=== tcs_color_classifier ===
===== src/rtl/tcs_pkg.sv =====
// ============================================================================
// Module   : tcs_pkg
// Purpose  : Shared types and helpers for the TCS3200 colour classifier.
// Revision : 1.0
// ============================================================================
`default_nettype none

package tcs_pkg;

  typedef enum logic [2:0] {
    ST_IDLE   = 3'd0,
    ST_SETTLE = 3'd1,
    ST_COUNT  = 3'd2,
    ST_EVAL   = 3'd3,
    ST_DECIDE = 3'd4
  } state_t;

  localparam logic [1:0] CH_R = 2'd0;
  localparam logic [1:0] CH_G = 2'd1;
  localparam logic [1:0] CH_B = 2'd2;
  localparam logic [1:0] CH_C = 2'd3;

  // Returns {s2, s3} selecting the photodiode filter for a channel index.
  function automatic logic [1:0] s2s3_of(input logic [1:0] ch);
    case (ch)
      CH_R:    s2s3_of = 2'b00;
      CH_G:    s2s3_of = 2'b11;
      CH_B:    s2s3_of = 2'b01;
      default: s2s3_of = 2'b10;
    endcase
  endfunction

endpackage

`default_nettype wire


===== src/rtl/tcs_edge_counter.sv =====
// ============================================================================
// Module   : tcs_edge_counter
// Purpose  : Synchronises the sensor pin, detects rising edges and counts them
//            with saturation while enabled.
// Revision : 1.0
// ============================================================================
`default_nettype none

module tcs_edge_counter #(
  parameter int CW = 9
) (
  input  logic          clk,
  input  logic          reset,
  input  logic          sens_in,
  input  logic          clr,
  input  logic          en,
  output logic [CW-1:0] cnt
);

  // pipe: [0] first sync stage, [1] second sync stage, [2] edge history
  logic [2:0]    pipe_q, pipe_d;
  logic [CW-1:0] cnt_q, cnt_d;
  logic          rise_w;

  always_comb begin
    pipe_d = {pipe_q[1:0], sens_in};
    rise_w = pipe_q[1] & ~pipe_q[2];
    cnt_d  = cnt_q;
    if (clr) begin
      cnt_d = '0;
    end else if (en && rise_w && (cnt_q != '1)) begin
      cnt_d = cnt_q + 1'b1;
    end
  end

  always_ff @(posedge clk) begin
    if (reset) begin
      pipe_q <= '0;
      cnt_q  <= '0;
    end else begin
      pipe_q <= pipe_d;
      cnt_q  <= cnt_d;
    end
  end

  assign cnt = cnt_q;

endmodule

`default_nettype wire


===== src/rtl/tcs_color_classifier.sv =====
// ============================================================================
// Module   : tcs_color_classifier
// Purpose  : TCS3200 front end: scans filter channels, counts edges per gate
//            window, classifies against threshold windows with N-frame confirm.
// Revision : 1.0
// ============================================================================
`default_nettype none

module tcs_color_classifier #(
  parameter int NCH        = 3,
  parameter int CW         = 9,
  parameter int GATE_CYC   = 300,
  parameter int SETTLE_CYC = 4,
  parameter int CONFIRM    = 2
) (
  input  logic              clk,
  input  logic              reset,
  input  logic              start,
  input  logic              cont,
  input  logic              sens_out,
  input  logic [NCH*CW-1:0] thr_lo,
  input  logic [NCH*CW-1:0] thr_hi,
  output logic              s2,
  output logic              s3,
  output logic              busy,
  output logic [CW-1:0]     raw_cnt,
  output logic [1:0]        raw_ch,
  output logic              raw_valid,
  output logic [2:0]        color,
  output logic              ambiguous,
  output logic              frame_done,
  output logic              color_valid
);

  import tcs_pkg::*;

  localparam int TW = $clog2(GATE_CYC + SETTLE_CYC + 1);
  localparam int RW = $clog2(CONFIRM + 1);
  localparam logic [TW-1:0] c_settle_last = TW'(SETTLE_CYC - 1);
  localparam logic [TW-1:0] c_gate_last   = TW'(GATE_CYC - 1);
  localparam logic [1:0]    c_last_ch     = 2'(NCH - 1);
  localparam logic [RW-1:0] c_confirm     = RW'(CONFIRM);

  state_t        state_q, state_d;
  logic [1:0]    ch_q, ch_d;
  logic [TW-1:0] timer_q, timer_d;
  logic [1:0]    s2s3_q, s2s3_d;
  logic          busy_q, busy_d;
  logic [CW-1:0] raw_cnt_q, raw_cnt_d;
  logic [1:0]    raw_ch_q, raw_ch_d;
  logic          raw_valid_q, raw_valid_d;
  logic [3:0]    match_q, match_d;
  logic [2:0]    prev_dec_q, prev_dec_d;
  logic [RW-1:0] run_q, run_d;
  logic [2:0]    color_q, color_d;
  logic          ambiguous_q, ambiguous_d;
  logic          frame_done_q, frame_done_d;
  logic          color_valid_q, color_valid_d;

  logic [CW-1:0] cnt_w;
  logic [CW-1:0] lo_w [4];
  logic [CW-1:0] hi_w [4];
  logic [2:0]    pop_w;
  logic [2:0]    dec_w;

  tcs_edge_counter #(.CW(CW)) u_edge_counter (
    .clk     (clk),
    .reset   (reset),
    .sens_in (sens_out),
    .clr     ((state_q == ST_IDLE) || (state_q == ST_SETTLE)),
    .en      (state_q == ST_COUNT),
    .cnt     (cnt_w)
  );

  // Unused channel slots read as zero so the channel index can stay 2 bits wide.
  for (genvar i = 0; i < 4; i++) begin : g_thr
    if (i < NCH) begin : g_used
      assign lo_w[i] = thr_lo[i*CW +: CW];
      assign hi_w[i] = thr_hi[i*CW +: CW];
    end else begin : g_unused
      assign lo_w[i] = '0;
      assign hi_w[i] = '0;
    end
  end

  always_comb begin
    pop_w = 3'($countones(match_q));
    dec_w = 3'd0;
    if (pop_w == 3'd1) begin
      for (int i = 0; i < 4; i++) begin
        if (match_q[i]) dec_w = 3'(i + 1);
      end
    end
  end

  always_comb begin
    state_d       = state_q;
    ch_d          = ch_q;
    timer_d       = '0;
    s2s3_d        = s2s3_q;
    raw_cnt_d     = raw_cnt_q;
    raw_ch_d      = raw_ch_q;
    raw_valid_d   = 1'b0;
    match_d       = match_q;
    prev_dec_d    = prev_dec_q;
    run_d         = run_q;
    color_d       = color_q;
    ambiguous_d   = ambiguous_q;
    frame_done_d  = 1'b0;
    color_valid_d = 1'b0;

    case (state_q)
      ST_IDLE: begin
        if (start || cont) begin
          state_d = ST_SETTLE;
          ch_d    = CH_R;
          s2s3_d  = s2s3_of(CH_R);
        end
      end
      ST_SETTLE: begin
        if (timer_q == c_settle_last) state_d = ST_COUNT;
        else                          timer_d = timer_q + 1'b1;
      end
      ST_COUNT: begin
        if (timer_q == c_gate_last) state_d = ST_EVAL;
        else                        timer_d = timer_q + 1'b1;
      end
      ST_EVAL: begin
        match_d[ch_q] = (cnt_w >= lo_w[ch_q]) && (cnt_w <= hi_w[ch_q]);
        raw_cnt_d     = cnt_w;
        raw_ch_d      = ch_q;
        raw_valid_d   = 1'b1;
        if (ch_q == c_last_ch) begin
          state_d = ST_DECIDE;
        end else begin
          state_d = ST_SETTLE;
          ch_d    = ch_q + 1'b1;
          s2s3_d  = s2s3_of(ch_q + 1'b1);
        end
      end
      ST_DECIDE: begin
        ambiguous_d = (pop_w > 3'd1);
        // run_q == 0 means no history since reset, so the first frame never extends a run.
        if ((run_q != '0) && (dec_w == prev_dec_q))
          run_d = (run_q == c_confirm) ? run_q : run_q + 1'b1;
        else
          run_d = RW'(1);
        prev_dec_d = dec_w;
        if (run_d == c_confirm) begin
          color_d       = dec_w;
          color_valid_d = 1'b1;
        end
        frame_done_d = 1'b1;
        if (cont) begin
          state_d = ST_SETTLE;
          ch_d    = CH_R;
          s2s3_d  = s2s3_of(CH_R);
        end else begin
          state_d = ST_IDLE;
        end
      end
      default: state_d = ST_IDLE;
    endcase

    busy_d = (state_d != ST_IDLE);
  end

  always_ff @(posedge clk) begin
    if (reset) begin
      state_q       <= ST_IDLE;
      ch_q          <= CH_R;
      timer_q       <= '0;
      s2s3_q        <= 2'b10;
      busy_q        <= 1'b0;
      raw_cnt_q     <= '0;
      raw_ch_q      <= '0;
      raw_valid_q   <= 1'b0;
      match_q       <= '0;
      prev_dec_q    <= '0;
      run_q         <= '0;
      color_q       <= '0;
      ambiguous_q   <= 1'b0;
      frame_done_q  <= 1'b0;
      color_valid_q <= 1'b0;
    end else begin
      state_q       <= state_d;
      ch_q          <= ch_d;
      timer_q       <= timer_d;
      s2s3_q        <= s2s3_d;
      busy_q        <= busy_d;
      raw_cnt_q     <= raw_cnt_d;
      raw_ch_q      <= raw_ch_d;
      raw_valid_q   <= raw_valid_d;
      match_q       <= match_d;
      prev_dec_q    <= prev_dec_d;
      run_q         <= run_d;
      color_q       <= color_d;
      ambiguous_q   <= ambiguous_d;
      frame_done_q  <= frame_done_d;
      color_valid_q <= color_valid_d;
    end
  end

  assign s2          = s2s3_q[1];
  assign s3          = s2s3_q[0];
  assign busy        = busy_q;
  assign raw_cnt     = raw_cnt_q;
  assign raw_ch      = raw_ch_q;
  assign raw_valid   = raw_valid_q;
  assign color       = color_q;
  assign ambiguous   = ambiguous_q;
  assign frame_done  = frame_done_q;
  assign color_valid = color_valid_q;

endmodule

`default_nettype wire


===== config.mk =====
export PLATFORM = sky130hd
export DESIGN_NAME = tcs_color_classifier
export DESIGN_NICKNAME = d
export VERILOG_FILES = /design/src/rtl/tcs_pkg.sv /design/src/rtl/tcs_edge_counter.sv /design/src/rtl/tcs_color_classifier.sv
export SDC_FILE = /design/constraint.sdc
export NUM_CORES = 1
export LEC_CHECK = 0
export CORE_MARGIN = 3
export CORE_UTILIZATION = 28
export CTS_CLUSTER_DIAMETER = 30
export DETAILED_ROUTE_END_ITERATION = 8
export PLACE_DENSITY_LB_ADDON = 0.15
export SLEW_MARGIN = 0
export SYNTH_ARGS = -nofsm -noshare
export SYNTH_HDL_FRONTEND = slang
export SYNTH_HIERARCHICAL = 1
export SYNTH_SLANG_ARGS = --single-unit

===== constraint.sdc =====
create_clock -name clk -period 3.8 [get_ports clk]
set_clock_uncertainty 0.05 [all_clocks]
set_input_delay 0.95 -clock clk [delete_from_list [all_inputs] [get_ports clk]]
set_output_delay 0.95 -clock clk [all_outputs]
set_load 0.01 [all_outputs]

tcs_color_classifier/congestion.png
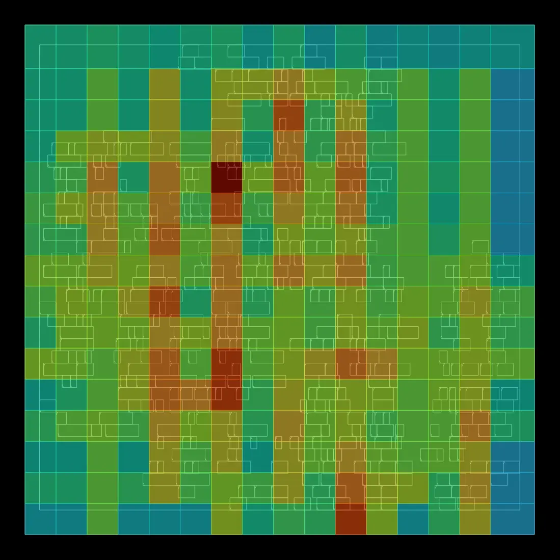
Most Crowded Layer GR: met2
grt met1 use: 18.1%
Core Util, Final: 39.0%
Global Route met3 Usage: 2.35%
gr usage total: 13.2%

tcs_color_classifier/layer_met2.png
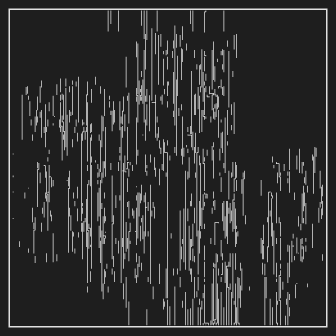
longest straight run = 55.8 µm
nets with wire on the layer = 432
wire length on this layer = 3850 µm
main direction = vertical
share of all routed wire = 46%

==> Slide: Implementation Results <==
Flow Results at a Glance

Setup path
  – Crit start category: flip-flop
  – Reg-to-reg critical path endpoint: color[1]
  – FF-to-FF path depth: 11
  – Critical path type: flip-flop to flip-flop
  – First element of the critical path: match_q[0]
  – WP data arrival: 3.48 ns
  – Critical path endpoint: color[1]

Route
  – WL/cell: about 14 µm
  – DRC Markers: 0
  – TritonRoute pass-1 iters: 4
  – Detail Route Antenna Nets: 0
  – DR iter-0 viols: roughly 140

CTS
  – Max H-tree Level: 2
  – Clk buf depth: 2
  – Root Buffer: clkbuf_16

Die
  – Floorplan utilization: 29.2%
  – Total die size: 0.0128 mm²

Synth
  – YS chip area: roughly 0.0032 mm²
  – Post-synth EDFFs: 0
  – Mapped Cells: 390
  – Commonest flop: dfxtp_1
  – Yosys warns: 6
  – XOR Share, Synth: about 2.7%

Final layout
  – Register area: between 0.001 and 0.0015 mm²
  – Non-clk buf share: approximately 20%
  – Seq/total area: between 20% and 30%
  – Antenna diode count: 0
  – Comb_multi_in: approximately 300

STA
  – Setup TNS: 0 ns
  – Tmin final: 3.35 ns
  – Final-report max-slew violation count: 0
  – Fin Hold WS: 0.391 ns
  – FMAX: around 300 MHz
  – RSZ-0062 raised after global routing: no

Power and ir drop
  – VDD IR max: about 0.19 mV

Placed design
  – I/O Buffers: ~79
  – Routability Congestion: 0.779
  – Post-placement cell area: ~0.0042 mm²

Global route
  – Vias in the first global route: 2820

Outcome
  – Status: finished, final reports clean
## power by group
part	internal (W)	total, W	switching [W]
combinational	0.0000751	0.000116	0.0000411
clock	0.000243	0.000455	0.000212
sequential	0.000592	0.000596	0.00000475
## stage by stage
stage	util, %	instances	setup slack (ns)	power [W]
after floorplan	-	390	0.713	0.000650
after global placement	37.7	597	0.545	0.000725
after global routing	39.0	604	0.137	0.00122
final	39.0	604	0.449	0.00117
after detailed placement	37.7	597	0.458	0.000728
after CTS	39.0	604	0.435	0.00119

=== buff_mult_arr_ctrl_flat ===
### src/rtl/buff_mult_arr_ctrl_pkg.sv
// rtl/buff_mult_arr_ctrl_pkg.sv - shared types and sizing for the buffered multiplier array sequencer
package buff_mult_arr_ctrl_pkg;

  localparam int BMA_DATA_WID = 8;
  localparam int BMA_ADDR_B   = 4;
  localparam int BMA_MUL_NUM  = 4;
  localparam int BMA_ROUND_B  = 8;
  localparam int BMA_PIPE_LAT = 3;
  localparam int BMA_LANE_B   = (BMA_MUL_NUM > 1) ? $clog2(BMA_MUL_NUM) : 1;

  typedef enum logic {
    INVALID = 1'b0,
    COMPUTE = 1'b1
  } PE_STATE;

  typedef enum logic [1:0] {
    BMA_ST_IDLE,
    BMA_ST_LOAD,
    BMA_ST_COMPUTE,
    BMA_ST_DRAIN
  } bma_state_e;

  typedef struct packed {
    logic [BMA_MUL_NUM-1:0]              wrb;
    logic [BMA_ADDR_B-1:0]               wrb_addr;
    logic [BMA_DATA_WID-1:0]             wrb_data;
    logic [BMA_ADDR_B-1:0]               rdb_addr;
    logic [BMA_MUL_NUM*BMA_DATA_WID-1:0] A;
    PE_STATE                             PE_state;
  } PE_IN_PACKET;

  function automatic logic [BMA_MUL_NUM-1:0] lane_onehot(input logic [BMA_LANE_B-1:0] lane);
    return BMA_MUL_NUM'(1) << lane;
  endfunction

endpackage

### src/rtl/buff_mult_arr_ctrl_if.sv
// rtl/buff_mult_arr_ctrl_if.sv - job, weight, activation and array-drive signals of the sequencer
interface buff_mult_arr_ctrl_if;
  import buff_mult_arr_ctrl_pkg::*;

  logic                                cfg_valid;
  logic                                cfg_ready;
  logic [BMA_ADDR_B:0]                 cfg_depth;
  logic [BMA_ROUND_B-1:0]              cfg_rounds;
  logic                                abort;
  logic                                w_valid;
  logic                                w_ready;
  logic [BMA_DATA_WID-1:0]             w_data;
  logic                                a_valid;
  logic                                a_ready;
  logic [BMA_MUL_NUM*BMA_DATA_WID-1:0] a_data;
  PE_IN_PACKET                         pe_in_pk;
  logic                                busy;
  logic                                done;
  logic                                aborted;

  modport master (
    output cfg_valid, cfg_depth, cfg_rounds, abort, w_valid, w_data, a_valid, a_data,
    input  cfg_ready, w_ready, a_ready, pe_in_pk, busy, done, aborted
  );

  modport slave (
    input  cfg_valid, cfg_depth, cfg_rounds, abort, w_valid, w_data, a_valid, a_data,
    output cfg_ready, w_ready, a_ready, pe_in_pk, busy, done, aborted
  );

endinterface

### src/rtl/bma_ctrl_cnt.sv
// rtl/bma_ctrl_cnt.sv - lane/addr/round nested counter with terminal flags
module bma_ctrl_cnt
  import buff_mult_arr_ctrl_pkg::*;
(
  input  logic                   clk,
  input  logic                   reset,
  input  logic                   clr_i,
  input  logic                   inc_i,
  input  logic                   load_mode_i,
  input  logic [BMA_ADDR_B:0]    depth_i,
  input  logic [BMA_ROUND_B-1:0] rounds_i,
  output logic [BMA_LANE_B-1:0]  lane_o,
  output logic [BMA_ADDR_B-1:0]  addr_o,
  output logic                   addr_last_o,
  output logic                   lane_last_o,
  output logic                   round_last_o
);

  logic [BMA_LANE_B-1:0]  lane_q, lane_d;
  logic [BMA_ADDR_B:0]    addr_q, addr_d;
  logic [BMA_ROUND_B-1:0] round_q, round_d;

  assign addr_last_o  = (addr_q == depth_i - (BMA_ADDR_B+1)'(1));
  assign lane_last_o  = (lane_q == BMA_LANE_B'(BMA_MUL_NUM - 1));
  assign round_last_o = (round_q == rounds_i - BMA_ROUND_B'(1));
  assign lane_o       = lane_q;
  assign addr_o       = addr_q[BMA_ADDR_B-1:0];

  // addr is the inner loop; the outer index (lane in LOAD, round in COMPUTE) sticks at its terminal value
  always_comb begin
    lane_d  = lane_q;
    addr_d  = addr_q;
    round_d = round_q;
    if (clr_i) begin
      lane_d  = '0;
      addr_d  = '0;
      round_d = '0;
    end else if (inc_i) begin
      if (addr_last_o) begin
        addr_d = '0;
        if (load_mode_i && !lane_last_o)
          lane_d = lane_q + BMA_LANE_B'(1);
        if (!load_mode_i && !round_last_o)
          round_d = round_q + BMA_ROUND_B'(1);
      end else begin
        addr_d = addr_q + (BMA_ADDR_B+1)'(1);
      end
    end
  end

  always_ff @(posedge clk or posedge reset) begin
    if (reset) begin
      lane_q  <= '0;
      addr_q  <= '0;
      round_q <= '0;
    end else begin
      lane_q  <= lane_d;
      addr_q  <= addr_d;
      round_q <= round_d;
    end
  end

endmodule

### src/rtl/buff_mult_arr_ctrl.sv
// rtl/buff_mult_arr_ctrl.sv - load/replay/drain sequencer driving the multiplier array packet
// Optional BMA_CTRL_PERF_EN adds stall_cnt and job_cyc counters.
module buff_mult_arr_ctrl
  import buff_mult_arr_ctrl_pkg::*;
#(
  parameter int PIPE_LAT = BMA_PIPE_LAT
) (
  input  logic                 clk,
  input  logic                 reset,
  buff_mult_arr_ctrl_if.slave  bus
`ifdef BMA_CTRL_PERF_EN
  ,
  output logic [31:0]          stall_cnt,
  output logic [31:0]          job_cyc
`endif
);

  localparam int DRN_B = $clog2(PIPE_LAT + 1);

  bma_state_e             state_q, state_d;
  logic [BMA_ADDR_B:0]    depth_q, depth_d;
  logic [BMA_ROUND_B-1:0] rounds_q, rounds_d;
  logic [DRN_B-1:0]       drain_q, drain_d;
  logic                   done_q, done_d;
  logic                   aborted_q, aborted_d;
  logic                   abort_seen_q, abort_seen_d;
  PE_IN_PACKET            pe_q, pe_d;

  logic [BMA_LANE_B-1:0]  lane;
  logic [BMA_ADDR_B-1:0]  addr;
  logic                   addr_last, lane_last, round_last;
  logic                   cfg_acc, load_acc, cmp_acc;

  assign cfg_acc  = (state_q == BMA_ST_IDLE) && bus.cfg_valid;
  assign load_acc = (state_q == BMA_ST_LOAD) && bus.w_valid && !bus.abort;
  assign cmp_acc  = (state_q == BMA_ST_COMPUTE) && bus.a_valid && !bus.abort;

  bma_ctrl_cnt u_cnt (
    .clk          (clk),
    .reset        (reset),
    .clr_i        (cfg_acc),
    .inc_i        (load_acc || cmp_acc),
    .load_mode_i  (state_q == BMA_ST_LOAD),
    .depth_i      (depth_q),
    .rounds_i     (rounds_q),
    .lane_o       (lane),
    .addr_o       (addr),
    .addr_last_o  (addr_last),
    .lane_last_o  (lane_last),
    .round_last_o (round_last)
  );

  always_comb begin
    state_d      = state_q;
    depth_d      = depth_q;
    rounds_d     = rounds_q;
    drain_d      = '0;
    done_d       = 1'b0;
    aborted_d    = 1'b0;
    abort_seen_d = abort_seen_q;
    pe_d          = pe_q;
    pe_d.wrb      = '0;
    pe_d.PE_state = INVALID;
    case (state_q)
      BMA_ST_IDLE: begin
        if (bus.cfg_valid) begin
          depth_d      = bus.cfg_depth;
          rounds_d     = bus.cfg_rounds;
          abort_seen_d = 1'b0;
          state_d      = (bus.cfg_depth == '0 || bus.cfg_rounds == '0) ? BMA_ST_DRAIN : BMA_ST_LOAD;
        end
      end
      BMA_ST_LOAD: begin
        if (bus.abort) begin
          abort_seen_d = 1'b1;
          state_d      = BMA_ST_DRAIN;
        end else if (bus.w_valid) begin
          pe_d.wrb      = lane_onehot(lane);
          pe_d.wrb_addr = addr;
          pe_d.wrb_data = bus.w_data;
          if (lane_last && addr_last)
            state_d = BMA_ST_COMPUTE;
        end
      end
      BMA_ST_COMPUTE: begin
        if (bus.abort) begin
          abort_seen_d = 1'b1;
          state_d      = BMA_ST_DRAIN;
        end else if (bus.a_valid) begin
          pe_d.A        = bus.a_data;
          pe_d.rdb_addr = addr;
          pe_d.PE_state = COMPUTE;
          if (round_last && addr_last)
            state_d = BMA_ST_DRAIN;
        end
      end
      BMA_ST_DRAIN: begin
        // PIPE_LAT invalid cycles let the array flush before done is raised
        if (drain_q == DRN_B'(PIPE_LAT)) begin
          done_d    = 1'b1;
          aborted_d = abort_seen_q;
          state_d   = BMA_ST_IDLE;
        end else begin
          drain_d = drain_q + DRN_B'(1);
        end
      end
      default: state_d = BMA_ST_IDLE;
    endcase
  end

  always_ff @(posedge clk or posedge reset) begin
    if (reset) begin
      state_q      <= BMA_ST_IDLE;
      depth_q      <= '0;
      rounds_q     <= '0;
      drain_q      <= '0;
      done_q       <= 1'b0;
      aborted_q    <= 1'b0;
      abort_seen_q <= 1'b0;
      pe_q         <= '0;
    end else begin
      state_q      <= state_d;
      depth_q      <= depth_d;
      rounds_q     <= rounds_d;
      drain_q      <= drain_d;
      done_q       <= done_d;
      aborted_q    <= aborted_d;
      abort_seen_q <= abort_seen_d;
      pe_q         <= pe_d;
    end
  end

  assign bus.cfg_ready = (state_q == BMA_ST_IDLE);
  assign bus.w_ready   = (state_q == BMA_ST_LOAD);
  assign bus.a_ready   = (state_q == BMA_ST_COMPUTE);
  assign bus.busy      = (state_q != BMA_ST_IDLE);
  assign bus.done      = done_q;
  assign bus.aborted   = aborted_q;
  assign bus.pe_in_pk  = pe_q;

`ifdef BMA_CTRL_PERF_EN
  logic [31:0] stall_q, stall_d, job_q, job_d;
  logic        bubble;

  assign bubble = ((state_q == BMA_ST_LOAD) && !bus.w_valid) ||
                  ((state_q == BMA_ST_COMPUTE) && !bus.a_valid);

  always_comb begin
    stall_d = stall_q;
    job_d   = job_q;
    if (cfg_acc) begin
      stall_d = '0;
      job_d   = '0;
    end else begin
      if (bubble && stall_q != '1)
        stall_d = stall_q + 32'd1;
      if (state_q != BMA_ST_IDLE && job_q != '1)
        job_d = job_q + 32'd1;
    end
  end

  always_ff @(posedge clk or posedge reset) begin
    if (reset) begin
      stall_q <= '0;
      job_q   <= '0;
    end else begin
      stall_q <= stall_d;
      job_q   <= job_d;
    end
  end

  assign stall_cnt = stall_q;
  assign job_cyc   = job_q;
`endif

endmodule

### src/flat_wrapper.sv
// flat-port wrapper written by rule: the top's interface ports become plain ports
module buff_mult_arr_ctrl_flat import buff_mult_arr_ctrl_pkg::*;
#(
  parameter int PIPE_LAT = BMA_PIPE_LAT
)
  (clk, reset, bus_cfg_valid, bus_cfg_depth, bus_cfg_rounds, bus_abort, bus_w_valid, bus_w_data, bus_a_valid, bus_a_data, bus_cfg_ready, bus_w_ready, bus_a_ready, bus_pe_in_pk, bus_busy, bus_done, bus_aborted);
  buff_mult_arr_ctrl_if bus_i ();
  input  logic clk;
  input  logic reset;
  input wire logic [$bits(bus_i.cfg_valid)-1:0] bus_cfg_valid;
  input wire logic [$bits(bus_i.cfg_depth)-1:0] bus_cfg_depth;
  input wire logic [$bits(bus_i.cfg_rounds)-1:0] bus_cfg_rounds;
  input wire logic [$bits(bus_i.abort)-1:0] bus_abort;
  input wire logic [$bits(bus_i.w_valid)-1:0] bus_w_valid;
  input wire logic [$bits(bus_i.w_data)-1:0] bus_w_data;
  input wire logic [$bits(bus_i.a_valid)-1:0] bus_a_valid;
  input wire logic [$bits(bus_i.a_data)-1:0] bus_a_data;
  output wire logic [$bits(bus_i.cfg_ready)-1:0] bus_cfg_ready;
  output wire logic [$bits(bus_i.w_ready)-1:0] bus_w_ready;
  output wire logic [$bits(bus_i.a_ready)-1:0] bus_a_ready;
  output wire logic [$bits(bus_i.pe_in_pk)-1:0] bus_pe_in_pk;
  output wire logic [$bits(bus_i.busy)-1:0] bus_busy;
  output wire logic [$bits(bus_i.done)-1:0] bus_done;
  output wire logic [$bits(bus_i.aborted)-1:0] bus_aborted;
  assign bus_i.cfg_valid = bus_cfg_valid;
  assign bus_i.cfg_depth = bus_cfg_depth;
  assign bus_i.cfg_rounds = bus_cfg_rounds;
  assign bus_i.abort = bus_abort;
  assign bus_i.w_valid = bus_w_valid;
  assign bus_i.w_data = bus_w_data;
  assign bus_i.a_valid = bus_a_valid;
  assign bus_i.a_data = bus_a_data;
  assign bus_cfg_ready = bus_i.cfg_ready;
  assign bus_w_ready = bus_i.w_ready;
  assign bus_a_ready = bus_i.a_ready;
  assign bus_pe_in_pk = bus_i.pe_in_pk;
  assign bus_busy = bus_i.busy;
  assign bus_done = bus_i.done;
  assign bus_aborted = bus_i.aborted;
  buff_mult_arr_ctrl #(.PIPE_LAT(PIPE_LAT)) u_core (.clk(clk), .reset(reset), .bus(bus_i));
endmodule
### config.mk
export PLATFORM = sky130hd
export DESIGN_NAME = buff_mult_arr_ctrl_flat
export DESIGN_NICKNAME = d
export VERILOG_FILES = /design/src/rtl/buff_mult_arr_ctrl_pkg.sv /design/src/rtl/buff_mult_arr_ctrl_if.sv /design/src/rtl/bma_ctrl_cnt.sv /design/src/rtl/buff_mult_arr_ctrl.sv /design/src/flat_wrapper.sv
export SDC_FILE = /design/constraint.sdc
export NUM_CORES = 1
export LEC_CHECK = 0
export ABC_AREA = 0
export CAP_MARGIN = 10
export CORE_ASPECT_RATIO = 1.2
export CORE_UTILIZATION = 34
export CTS_CLUSTER_DIAMETER = 40
export DETAILED_ROUTE_END_ITERATION = 7
export HOLD_SLACK_MARGIN = 0.15
export MAX_ROUTING_LAYER = met4
export PLACE_DENSITY = 0.71
export RECOVER_POWER = 50
export SYNTH_ARGS = -nofsm -noshare
export SYNTH_HDL_FRONTEND = slang
export SYNTH_SLANG_ARGS = --single-unit
export TNS_END_PERCENT = 5
### constraint.sdc
create_clock -name clk -period 9.35 [get_ports clk]
set_input_delay 2.805 -clock clk [delete_from_list [all_inputs] [get_ports clk]]
set_output_delay 2.805 -clock clk [all_outputs]
set_load 0.01 [all_outputs]
buff_mult_arr_ctrl_flat/metal_density.png
The bar under the picture is 20 µm long. The die is cut into 21 by 25 equal tiles; black is low, pale yellow is high, scaled to the fullest tile. Values are wire area over tile area, all layers added.
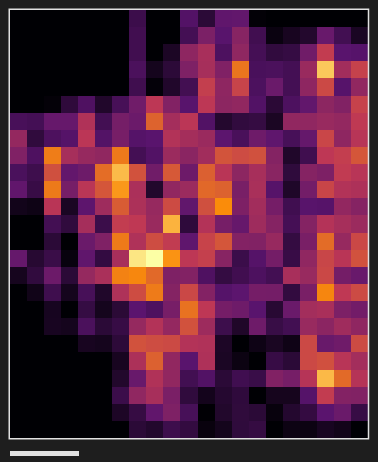
fullest tile = 0.48
mean over tiles = 0.13
tiles over half the peak = 14%

buff_mult_arr_ctrl_flat/congestion.png
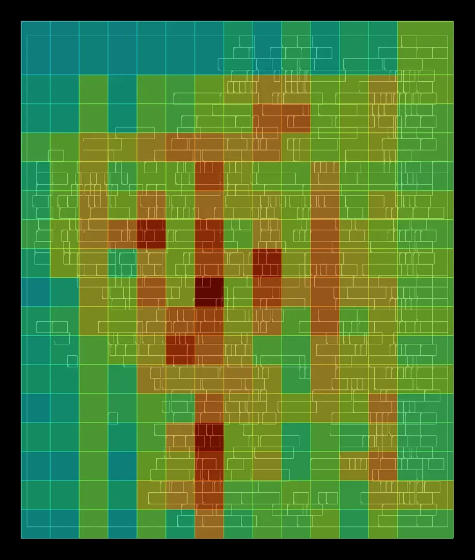
grt met1 use: 20.1%
Core Util, Final: 49.7%
Most Crowded Layer GR: met2

buff_mult_arr_ctrl_flat/layer_met1.png
The bar under the picture is 20 µm long.
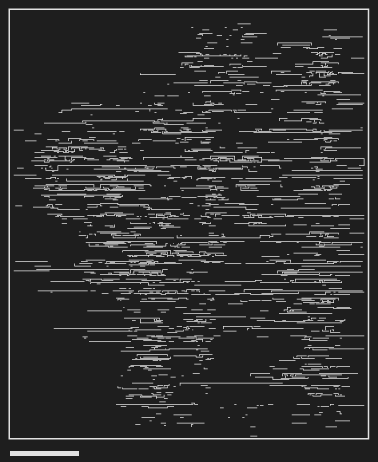
nets with wire on the layer = 553
wire length on this layer = 4470 µm

==> Slide: Implementation Results <==
Flow Results at a Glance

Final layout
  – Commonest Layout Cell: nand2_1
  – Final net count: between 600 and 700
  – Design area: a little under 0.006 mm²

Placed design
  – Routability Congestion: 0.838

Die
  – Floorplan utilization: roughly 35%

Setup path
  – CP Max Fanout: 39
  – Worst-path cell chain: dlygate4sd3_1 > nand3b_1 > buf_4 > nor2_1 > or4b_4 > a311oi_2 > a31o_1 > a21oi_1
  – Family with the most delay on the worst path: buffers and inverters

Synth
  – Mapped Cells: around 450
  – Mapped cell area: 0.00416 mm²

STA
  – Fin. Hold Viols: 0

Power and ir drop
  – PwrDens: slightly below 300 mW/mm²
  – Switch share: 35.0%
  – Internal: ~0.0011 W

Outcome
  – Status: finished, final reports clean

Route
  – Detail Route Antenna Nets: 0
  – DRC Markers: 0
## layout make-up
class | instances | area, µm²
clock buffers | 10 | 239
fillers | 1110 | 5900
flip-flops and latches | 88 | 2200
multi-input cells | 332 | 1840
clock inverters | 6 | 92.6
repair buffers | 121 | 1200
inverters | 16 | 61.3
well taps | 157 | 196
## metal layers
metal / part of all wire (%) / vias to the layer above / GRT usage (%)
met2: 48 / 107 / 28.2
met5: 0 / - / -
met3: 6.3 / 7 / 3.73
met1: 45 / 1633 / 20.1
li1: - / 1703 / -
met4: 0.86 / 0 / 5.55

=== hpel_fir6 ===
--- src/rtl/fme_fir_pkg.sv ---
// Shared constants for the half-pel 6-tap FIR: taps, rounding, latency and width helpers.
// The optional full-precision output is enabled by the macro FME_FIR_FULLPREC_EN.
package fme_fir_pkg;

    // Symmetric taps (1,-5,20,20,-5,1); only the first half is needed.
    localparam int TAP0 = 1;
    localparam int TAP1 = -5;
    localparam int TAP2 = 20;

    localparam int ROUND_OFS = 16;
    localparam int SHIFT     = 5;

    localparam int FIR_LATENCY = 3;

    localparam int WIN_TAPS = 6;
    localparam logic [2:0] FILL_FULL = 3'd6;

    // Width helpers relative to the pixel width.
    localparam int DATAWIDTH_DEF = 8;
    localparam int OUT_EXTRA     = 2;
    localparam int SUM_EXTRA     = 7;
    localparam int OUTWIDTH_DEF  = DATAWIDTH_DEF + OUT_EXTRA;
    localparam int SUMWIDTH_DEF  = DATAWIDTH_DEF + SUM_EXTRA;

    typedef enum logic [1:0] {
        FILL_EMPTY   = 2'd0,
        FILL_PARTIAL = 2'd1,
        FILL_READY   = 2'd2
    } fill_state_e;

    function automatic fill_state_e fill_state(input logic [2:0] count);
        if (count == 3'd0) begin
            return FILL_EMPTY;
        end else if (count == FILL_FULL) begin
            return FILL_READY;
        end
        return FILL_PARTIAL;
    endfunction

endpackage

--- src/rtl/fir6_window.sv ---
// Six-sample pixel window with row fill counter; v0 flags a window holding six samples of one row.
module fir6_window
    import fme_fir_pkg::*;
#(
    parameter int DATAWIDTH = 8
) (
    input  logic                 clock,
    input  logic                 reset,
    input  logic                 enable,
    input  logic                 in_valid,
    input  logic                 in_sol,
    input  logic [DATAWIDTH-1:0] in,
    output logic [DATAWIDTH-1:0] w0,
    output logic [DATAWIDTH-1:0] w1,
    output logic [DATAWIDTH-1:0] w2,
    output logic [DATAWIDTH-1:0] w3,
    output logic [DATAWIDTH-1:0] w4,
    output logic [DATAWIDTH-1:0] w5,
    output logic                 v0
);

    logic [DATAWIDTH-1:0] win_q     [WIN_TAPS];
    logic [DATAWIDTH-1:0] win_d     [WIN_TAPS];
    logic [DATAWIDTH-1:0] shifted_w [WIN_TAPS];
    logic [2:0]           count_q;
    logic [2:0]           count_d;
    logic                 v0_q;
    logic                 v0_d;
    logic                 accept;

    assign accept = enable && in_valid;

    // Index 0 is the oldest sample, index WIN_TAPS-1 the newest.
    generate
        for (genvar gi = 0; gi < WIN_TAPS - 1; gi++) begin : g_shift
            assign shifted_w[gi] = win_q[gi+1];
        end
    endgenerate
    assign shifted_w[WIN_TAPS-1] = in;

    generate
        for (genvar gi = 0; gi < WIN_TAPS; gi++) begin : g_win_next
            assign win_d[gi] = accept ? shifted_w[gi] : win_q[gi];
        end
    endgenerate

    always_comb begin
        count_d = count_q;
        v0_d    = 1'b0;
        if (accept) begin
            if (in_sol) begin
                count_d = 3'd1;
            end else if (fill_state(count_q) == FILL_READY) begin
                count_d = FILL_FULL;
            end else begin
                count_d = count_q + 3'd1;
            end
            v0_d = (fill_state(count_d) == FILL_READY);
        end
    end

    generate
        for (genvar gi = 0; gi < WIN_TAPS; gi++) begin : g_win_reg
            always_ff @(posedge clock or posedge reset) begin
                if (reset) begin
                    win_q[gi] <= '0;
                end else if (enable) begin
                    win_q[gi] <= win_d[gi];
                end
            end
        end
    endgenerate

    always_ff @(posedge clock or posedge reset) begin
        if (reset) begin
            count_q <= 3'd0;
            v0_q    <= 1'b0;
        end else if (enable) begin
            count_q <= count_d;
            v0_q    <= v0_d;
        end
    end

    assign w0 = win_q[0];
    assign w1 = win_q[1];
    assign w2 = win_q[2];
    assign w3 = win_q[3];
    assign w4 = win_q[4];
    assign w5 = win_q[5];
    assign v0 = v0_q;

endmodule

--- src/rtl/hpel_fir6.sv ---
// Streaming H.264 half-pel 6-tap filter: window, pre-add, weighted sum, round/shift (3 stages).
// Define FME_FIR_FULLPREC_EN to add out_raw, the unrounded sum aligned with out_valid.
module hpel_fir6
    import fme_fir_pkg::*;
#(
    parameter int DATAWIDTH = DATAWIDTH_DEF,
    parameter int OUTWIDTH  = DATAWIDTH + OUT_EXTRA,
    parameter int SUMWIDTH  = DATAWIDTH + SUM_EXTRA
) (
    input  logic                       clock,
    input  logic                       reset,
    input  logic                       enable,
    input  logic                       in_valid,
    input  logic                       in_sol,
    input  logic [DATAWIDTH-1:0]       in,
    output logic                       out_valid,
    output logic signed [OUTWIDTH-1:0] out
`ifdef FME_FIR_FULLPREC_EN
    ,
    output logic signed [SUMWIDTH-1:0] out_raw
`endif
);

    localparam logic signed [SUMWIDTH-1:0] K0  = SUMWIDTH'(TAP0);
    localparam logic signed [SUMWIDTH-1:0] K1  = SUMWIDTH'(TAP1);
    localparam logic signed [SUMWIDTH-1:0] K2  = SUMWIDTH'(TAP2);
    localparam logic signed [SUMWIDTH-1:0] RND = SUMWIDTH'(ROUND_OFS);
    localparam int PAD = SUMWIDTH - DATAWIDTH - 1;

    logic [DATAWIDTH-1:0] w0, w1, w2, w3, w4, w5;
    logic                 v0;

    fir6_window #(
        .DATAWIDTH (DATAWIDTH)
    ) u_window (
        .clock    (clock),
        .reset    (reset),
        .enable   (enable),
        .in_valid (in_valid),
        .in_sol   (in_sol),
        .in       (in),
        .w0       (w0),
        .w1       (w1),
        .w2       (w2),
        .w3       (w3),
        .w4       (w4),
        .w5       (w5),
        .v0       (v0)
    );

    // S1: symmetric pre-add
    logic [DATAWIDTH:0] a_q, a_d;
    logic [DATAWIDTH:0] b_q, b_d;
    logic [DATAWIDTH:0] c_q, c_d;
    logic               v1_q;

    assign a_d = {1'b0, w0} + {1'b0, w5};
    assign b_d = {1'b0, w1} + {1'b0, w4};
    assign c_d = {1'b0, w2} + {1'b0, w3};

    always_ff @(posedge clock or posedge reset) begin
        if (reset) begin
            a_q  <= '0;
            b_q  <= '0;
            c_q  <= '0;
            v1_q <= 1'b0;
        end else if (enable) begin
            a_q  <= a_d;
            b_q  <= b_d;
            c_q  <= c_d;
            v1_q <= v0;
        end
    end

    // S2: weighted sum; the value range cannot overflow SUMWIDTH
    logic signed [SUMWIDTH-1:0] a_s, b_s, c_s;
    logic signed [SUMWIDTH-1:0] sum_q, sum_d;
    logic                       v2_q;

    assign a_s   = {{PAD{1'b0}}, a_q};
    assign b_s   = {{PAD{1'b0}}, b_q};
    assign c_s   = {{PAD{1'b0}}, c_q};
    assign sum_d = K0 * a_s + K1 * b_s + K2 * c_s;

    always_ff @(posedge clock or posedge reset) begin
        if (reset) begin
            sum_q <= '0;
            v2_q  <= 1'b0;
        end else if (enable) begin
            sum_q <= sum_d;
            v2_q  <= v1_q;
        end
    end

    // S3: round and arithmetic shift; out keeps its last value across bubbles
    logic signed [SUMWIDTH-1:0] rnd_s;
    logic signed [OUTWIDTH-1:0] out_q, out_d;
    logic                       out_valid_q;

    assign rnd_s = sum_q + RND;
    assign out_d = OUTWIDTH'(rnd_s >>> SHIFT);

    always_ff @(posedge clock or posedge reset) begin
        if (reset) begin
            out_q       <= '0;
            out_valid_q <= 1'b0;
        end else if (enable) begin
            out_valid_q <= v2_q;
            if (v2_q) begin
                out_q <= out_d;
            end
        end
    end

`ifdef FME_FIR_FULLPREC_EN
    logic signed [SUMWIDTH-1:0] raw_q;

    always_ff @(posedge clock or posedge reset) begin
        if (reset) begin
            raw_q <= '0;
        end else if (enable && v2_q) begin
            raw_q <= sum_q;
        end
    end

    assign out_raw = raw_q;
`endif

    assign out       = out_q;
    assign out_valid = out_valid_q;

endmodule

--- config.mk ---
export PLATFORM = sky130hd
export DESIGN_NAME = hpel_fir6
export DESIGN_NICKNAME = d
export VERILOG_FILES = /design/src/rtl/fme_fir_pkg.sv /design/src/rtl/fir6_window.sv /design/src/rtl/hpel_fir6.sv
export SDC_FILE = /design/constraint.sdc
export NUM_CORES = 1
export LEC_CHECK = 0
export ABC_CLOCK_PERIOD_IN_PS = 15000
export CORE_ASPECT_RATIO = 1.5
export CORE_MARGIN = 4
export CORE_UTILIZATION = 38
export CTS_CLUSTER_SIZE = 25
export DETAILED_ROUTE_END_ITERATION = 8
export PLACE_DENSITY = 0.58
export SYNTH_ARGS = -nofsm -noshare
export SYNTH_HDL_FRONTEND = slang
export SYNTH_SLANG_ARGS = --single-unit
--- constraint.sdc ---
create_clock -name clock -period 15 [get_ports clock]
set_clock_uncertainty 0.2 [all_clocks]
set_input_delay 1.5 -clock clock [delete_from_list [all_inputs] [get_ports clock]]
set_output_delay 1.5 -clock clock [all_outputs]
set_load 0.1 [all_outputs]
hpel_fir6/cell_density.png
The bar under the picture is 20 µm long. The die is cut into 12 by 17 equal tiles; black is low, pale yellow is high, 0 to 100% covered.
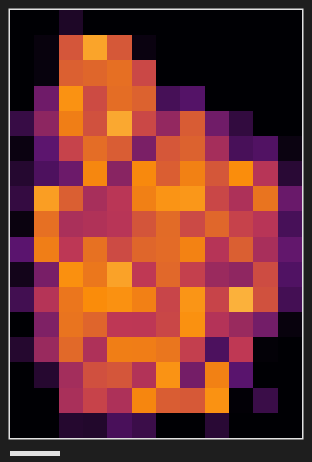
mean over tiles = 36%
tiles over 75% full = 7.8%
densest ninth of the die = middle
fullest tile = 83%
floorplan utilization: 38.8%
Core Util, Final: 43.3%
core area: 0.0173 mm²

==> Slide: Implementation Results <==
Flow Results at a Glance

Outcome
  – Status: finished, final reports clean

Global route
  – Global routing usage on met2: a little over a quarter

Route
  – Vias/cell: 5.15
  – Post-Route WL: 13.1 mm
  – Highest routed layer: met4
  – Met1 WL: roughly 5.5 mm

Final layout
  – Design area: between 0.007 and 0.008 mm²
  – Multi-input combinational area share: between 50 and 60%
  – Antenna diode count: 0
  – Inverters: roughly 70
  – Register area: between 0.002 and 0.003 mm²
  – Buffers, non-clock: 27
  – Largest cell class: multi-input combinational cells

Synth
  – Yosys warns: 0
  – Top cell area share: about two fifths
  – Syn nets: about 750
  – Synth flops: 103
  – Syn Area/Cell: around 11 µm²
  – Post-synth area hogs: dfrtp_1, ha_1, mux2_2, fa_1, inv_1

Setup path
  – Crit. path cell count: 16
  – Max stage delay on crit path: about 0.44 ns
  – First element of the critical path: c_q[2]
  – Critical path type: flip-flop to flip-flop
  – R2R Setup Slk: 9.90 ns

Die
  – Tap Cells: about 210

Placed design
  – Dpl ws: between 9 and 10 ns

CTS
  – Hold_buf cts: 0
  – Max H-tree Level: 3

Worst hold path
  – Hold path depth: 2
  – Worst hold path endpoint: out[3]

STA
  – FMAX: 196 MHz
[cells by family (layout without fill, tap and decap cells)]
logic type	count (synthesis)	count (layout)	share of synthesized area (%)
xor+xnor	24	24	3.12
flops	103	103	38.3
simple gates	132	132	9.55
compound gates	123	123	12.2
buf+inv	87	113	4.87
mux	57	57	9.49
fa+ha+maj	104	104	22.4

=== pipeline_flush_ctrl ===
pipeline_flush_ctrl/congestion.png
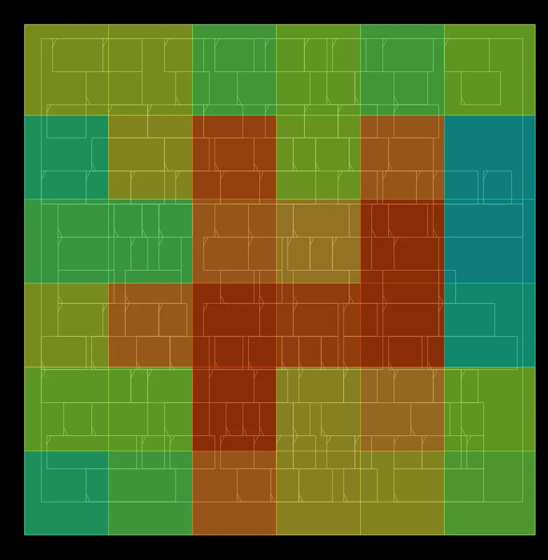
pipeline_flush_ctrl/metal_density.png
The bar under the picture is 10 µm long. The die is cut into 8 by 8 equal tiles; black is low, pale yellow is high, scaled to the fullest tile. Values are wire area over tile area, all layers added.
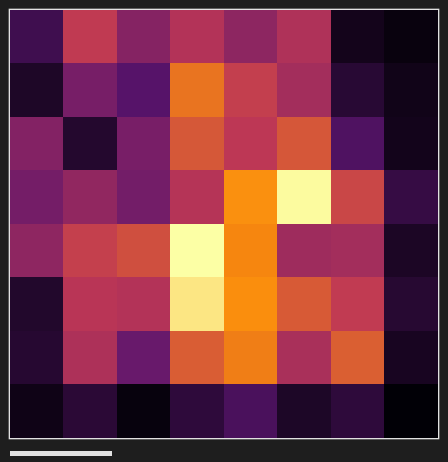
File: src/rtl/pipeline_flush_ctrl_pkg.sv
// Shared encodings for the IF/ID flush controller and the decode-stage instruction mux.
package pipeline_flush_ctrl_pkg;

  localparam logic [1:0] ST_RUN        = 2'd0;
  localparam logic [1:0] ST_FLUSH      = 2'd1;
  localparam logic [1:0] ST_WAIT_FETCH = 2'd2;
  localparam logic [1:0] ST_STALL_MEM  = 2'd3;

  typedef enum logic [1:0] {
    PC_SEQ    = 2'b00,
    PC_BRANCH = 2'b01,
    PC_TRAP   = 2'b10,
    PC_MEPC   = 2'b11
  } redirect_sel_e;

  // ADDI x0,x0,0 substituted by the decode mux while flush is high
  localparam logic [31:0] NOP_INSTR = 32'h0000_0013;

  function automatic redirect_sel_e redirect_code(input logic trap, input logic mret,
                                                  input logic branch);
    if (trap)        return PC_TRAP;
    else if (mret)   return PC_MEPC;
    else if (branch) return PC_BRANCH;
    else             return PC_SEQ;
  endfunction

endpackage

File: src/rtl/load_use_detect.sv
// Load-use hazard: the EX load writes a register the ID instruction actually reads.
module load_use_detect (
  input  logic       ex_load,
  input  logic [4:0] ex_rd_addr,
  input  logic [4:0] id_rs1_addr,
  input  logic [4:0] id_rs2_addr,
  input  logic       id_rs1_used,
  input  logic       id_rs2_used,
  output logic       hazard
);

  logic rs1_match;
  logic rs2_match;

  assign rs1_match = id_rs1_used && (id_rs1_addr == ex_rd_addr);
  assign rs2_match = id_rs2_used && (id_rs2_addr == ex_rd_addr);
  // x0 is never written, so a load targeting it cannot create a dependency
  assign hazard    = ex_load && (ex_rd_addr != 5'd0) && (rs1_match || rs2_match);

endmodule

File: src/rtl/pipeline_flush_ctrl.sv
// IF/ID boundary controller: sequences flushes after redirects, load-use stalls
// and data-memory back-pressure.
//
// state         | meaning
// ST_RUN        | normal issue; redirects, hazards and fetch stalls evaluated
// ST_FLUSH      | flush_out high while the counter drains to 0
// ST_WAIT_FETCH | flush complete but fetch not ready; hold PC, keep flushing
// ST_STALL_MEM  | data memory busy; freeze front end, ignore redirects
module pipeline_flush_ctrl
  import pipeline_flush_ctrl_pkg::*;
#(
  parameter int unsigned FLUSH_CYCLES = 2,
  parameter int unsigned CNT_W        = 3
) (
  input  logic       clk_in,
  input  logic       rst_in,
  input  logic       trap_taken_in,
  input  logic       mret_in,
  input  logic       branch_taken_in,
  input  logic       instr_mem_ready_in,
  input  logic       data_mem_busy_in,
  input  logic       ex_load_in,
  input  logic [4:0] ex_rd_addr_in,
  input  logic [4:0] id_rs1_addr_in,
  input  logic [4:0] id_rs2_addr_in,
  input  logic       id_rs1_used_in,
  input  logic       id_rs2_used_in,
  output logic       flush_out,
  output logic [1:0] redirect_sel_out,
  output logic       pc_stall_out,
  output logic       if_id_stall_out,
  output logic       id_ex_bubble_out,
  output logic       busy_out
);

  localparam logic [CNT_W-1:0] CNT_RELOAD = CNT_W'(FLUSH_CYCLES - 1);

  logic [1:0]       state_q, state_d;
  logic [CNT_W-1:0] cnt_q, cnt_d;
  logic             hazard;
  logic             redirect_any;
  redirect_sel_e    redirect_code_c;

  load_use_detect u_load_use_detect (
    .ex_load     (ex_load_in),
    .ex_rd_addr  (ex_rd_addr_in),
    .id_rs1_addr (id_rs1_addr_in),
    .id_rs2_addr (id_rs2_addr_in),
    .id_rs1_used (id_rs1_used_in),
    .id_rs2_used (id_rs2_used_in),
    .hazard      (hazard)
  );

  assign redirect_any    = trap_taken_in || mret_in || branch_taken_in;
  assign redirect_code_c = redirect_code(trap_taken_in, mret_in, branch_taken_in);

  always_comb begin
    state_d          = state_q;
    cnt_d            = cnt_q;
    redirect_sel_out = PC_SEQ;
    pc_stall_out     = 1'b0;
    if_id_stall_out  = 1'b0;
    id_ex_bubble_out = 1'b0;
    if (!rst_in) begin
      case (state_q)
        ST_RUN: begin
          if (redirect_any) begin
            redirect_sel_out = redirect_code_c;
            state_d          = ST_FLUSH;
            cnt_d            = CNT_RELOAD;
          end else if (data_mem_busy_in) begin
            state_d = ST_STALL_MEM;
          end else if (hazard) begin
            pc_stall_out     = 1'b1;
            if_id_stall_out  = 1'b1;
            id_ex_bubble_out = 1'b1;
          end else if (!instr_mem_ready_in) begin
            pc_stall_out    = 1'b1;
            if_id_stall_out = 1'b1;
          end
        end
        ST_FLUSH: begin
          if (redirect_any) begin
            redirect_sel_out = redirect_code_c;
            cnt_d            = CNT_RELOAD;
          end else if (cnt_q == '0) begin
            state_d = instr_mem_ready_in ? ST_RUN : ST_WAIT_FETCH;
          end else begin
            cnt_d = cnt_q - 1'b1;
          end
        end
        ST_WAIT_FETCH: begin
          // a redirect must let the PC load its new target
          if (redirect_any) begin
            redirect_sel_out = redirect_code_c;
            state_d          = ST_FLUSH;
            cnt_d            = CNT_RELOAD;
          end else begin
            pc_stall_out = 1'b1;
            if (instr_mem_ready_in) state_d = ST_RUN;
          end
        end
        default: begin
          pc_stall_out    = 1'b1;
          if_id_stall_out = 1'b1;
          if (!data_mem_busy_in) state_d = ST_RUN;
        end
      endcase
    end
  end

  always_ff @(posedge clk_in) begin
    if (rst_in) begin
      state_q   <= ST_RUN;
      cnt_q     <= '0;
      flush_out <= 1'b0;
      busy_out  <= 1'b0;
    end else begin
      state_q   <= state_d;
      cnt_q     <= cnt_d;
      flush_out <= (state_d == ST_FLUSH) || (state_d == ST_WAIT_FETCH);
      busy_out  <= (state_d != ST_RUN);
    end
  end

endmodule
File: config.mk
export PLATFORM = sky130hd
export DESIGN_NAME = pipeline_flush_ctrl
export DESIGN_NICKNAME = d
export VERILOG_FILES = /design/src/rtl/pipeline_flush_ctrl_pkg.sv /design/src/rtl/load_use_detect.sv /design/src/rtl/pipeline_flush_ctrl.sv
export SDC_FILE = /design/constraint.sdc
export NUM_CORES = 1
export LEC_CHECK = 0
export CORE_UTILIZATION = 38
export DETAILED_ROUTE_END_ITERATION = 7
export GPL_ROUTABILITY_DRIVEN = 0
export PLACE_DENSITY_LB_ADDON = 0.05
export SLEW_MARGIN = 20
export SYNTH_ARGS = -nofsm -noshare
export SYNTH_HDL_FRONTEND = slang
export SYNTH_SLANG_ARGS = --single-unit
File: constraint.sdc
create_clock -name clk_in -period 2.6 [get_ports clk_in]
set_clock_uncertainty 0.1 [all_clocks]
set_input_delay 0.52 -clock clk_in [delete_from_list [all_inputs] [get_ports clk_in]]
set_output_delay 0.52 -clock clk_in [all_outputs]
set_load 0.005 [all_outputs]
==> Slide: Implementation Results <==
Flow Results at a Glance

Outcome
  – Status: finished, final reports clean

Global route
  – Global routing usage on met2: 41.6%
  – Vias in the first global route: ~820
  – Largest net degree at the start of global routing: 15

Power and ir drop
  – Psw: 0.000119 W
  – Internal: 0.000260 W
  – PwrDens: ~330 mW/mm²
  – Clock-net power: between 0.0001 and 0.00015 W
  – Switch share: approximately a third
  – Clk pwr share: 27.8%
  – Total Power: 0.000379 W
  – Leakage power: about 0.52 nW

Placed design
  – # placed instances: 137

STA
  – Tmin final: roughly 2.6 ns
  – Fin Hold WS: about 0.41 ns
  – Final-report max-slew violation count: 0
  – RSZ-0062 raised after global routing: no
  – Slew HR: between 70% and 80%
  – Worst-margin pin slew: 0.349 ns

Final layout
  – Inverters: 3
  – Top Registers: cnt_q (3), state_q (2)
  – Area grow syn2layout: 89.9%
  – Flop Count: 7
  – Max FFs per register: 3
  – Clock-cell share: around 2.3%
  – Core Util, Final: between 70% and 80%
  – FILL cells: roughly 110
  – Finished Layout Cells: between 100 and 150
  – Antenna diode count: 0

Route
  – DR iter-0 viols: 17
  – Vias: between 700 and 800
  – WL met3: about 79 µm
  – Detail Route Antenna Nets: 0
  – DR WL met2: between 1 and 1.5 mm
  – DRC Markers: 0

CTS
  – Root Buffer: clkbuf_4
  – Hold_buf cts: 0
  – Post-CTS setup buffer count: 5
  – Max H-tree Level: 1
  – Reg clk slew, reported paths: around 0.06 ns
  – TritonCTS Buffers: 3

Synth
  – Mapped Cells: 78
  – Synth flops: 7
  – Synth cell types: 33
  – Top cell area share: around 23%
  – Commonest flop: dfxtp_1
  – Mux area share: 0%
  – Post-synth EDFFs: 0
  – Ys cells: just under 80
  – Post-synth seq share: between 20% and 30%
  – Post-Synth Adder-Cell Area: 6.19%
  – Most frequent cell after synthesis: nor2_1

Worst hold path
  – Hold Crit Class: flip-flop to flip-flop
  – Min-delay src: cnt_q[1]
  – Worst hold path endpoint: cnt_q[1]

Setup path
  – First element of the critical path: id_rs2_addr_in[2]
  – Crit start category: input pin
  – CP Max Fanout: 2
  – Critical path type: input pin to primary output
  – FF-to-FF path depth: 8
  – Critical path endpoint: pc_stall_out
  – R2R Setup Slk: about 0.6 ns

Die
  – I/O pin cnt: 32
About pipeline_flush_ctrl/congestion.png:
WL/cell: 14.5 µm
grt met1 use: 28.8%

About pipeline_flush_ctrl/metal_density.png:
fullest tile = 0.51
emptiest ninth of the die = top right
mean over tiles = 0.19
nearly empty tiles = 1.6%
densest ninth of the die = middle

placed cells by master, fill, tap and decap left out, types with 2 or more instances in the layout:
cell,Yosys,routed
xor2_1,8,6
dfxtp_1,7,7
dlymetal6s2s_1,0,5
clkdlybuf4s50_1,0,16
clkbuf_4,0,3
nand2_1,4,4
nand4b_1,2,2
nor3_1,4,4
a32oi_1,2,2
dlygate4sd2_1,0,7
nor2b_1,2,2
o21ai_0,2,2
nor4_2,0,3
ha_1,3,3
buf_2,1,2
inv_1,3,3
nor2_1,9,8
a31oi_1,2,2
o22ai_2,0,2
xnor2_1,2,2
xor2_2,0,2
a21oi_1,4,4
buf_4,0,20


==> notes/layouts.md <==
Pictures saved along the way, in no particular order.

Metal 1.
panel A
The bar under the picture is 20 µm long.
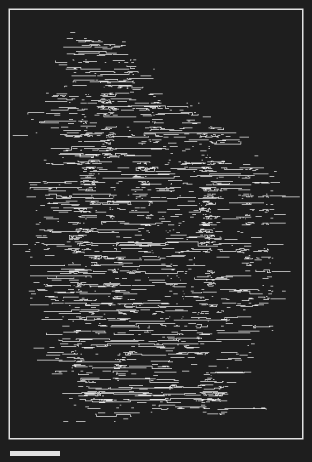
panel B
The bar under the picture is 10 µm long.
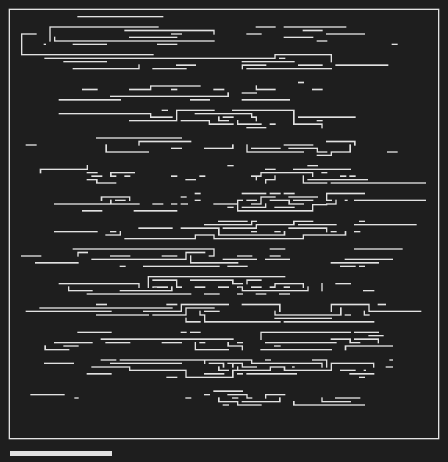
panel C
The bar under the picture is 20 µm long.
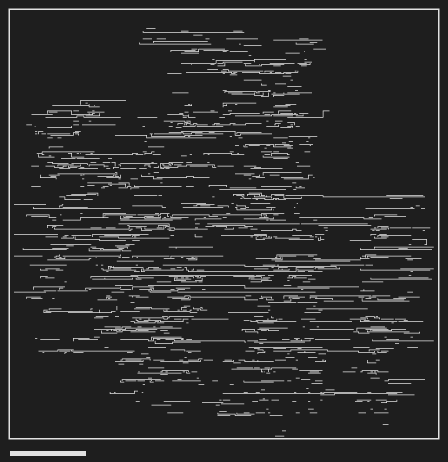
For hpel_fir6, see panel A.
For tcs_color_classifier, see panel C.
For pipeline_flush_ctrl, see panel B.
The one with the smallest die is panel B.

No activity file was given, so power comes from the tool's default toggle rates.
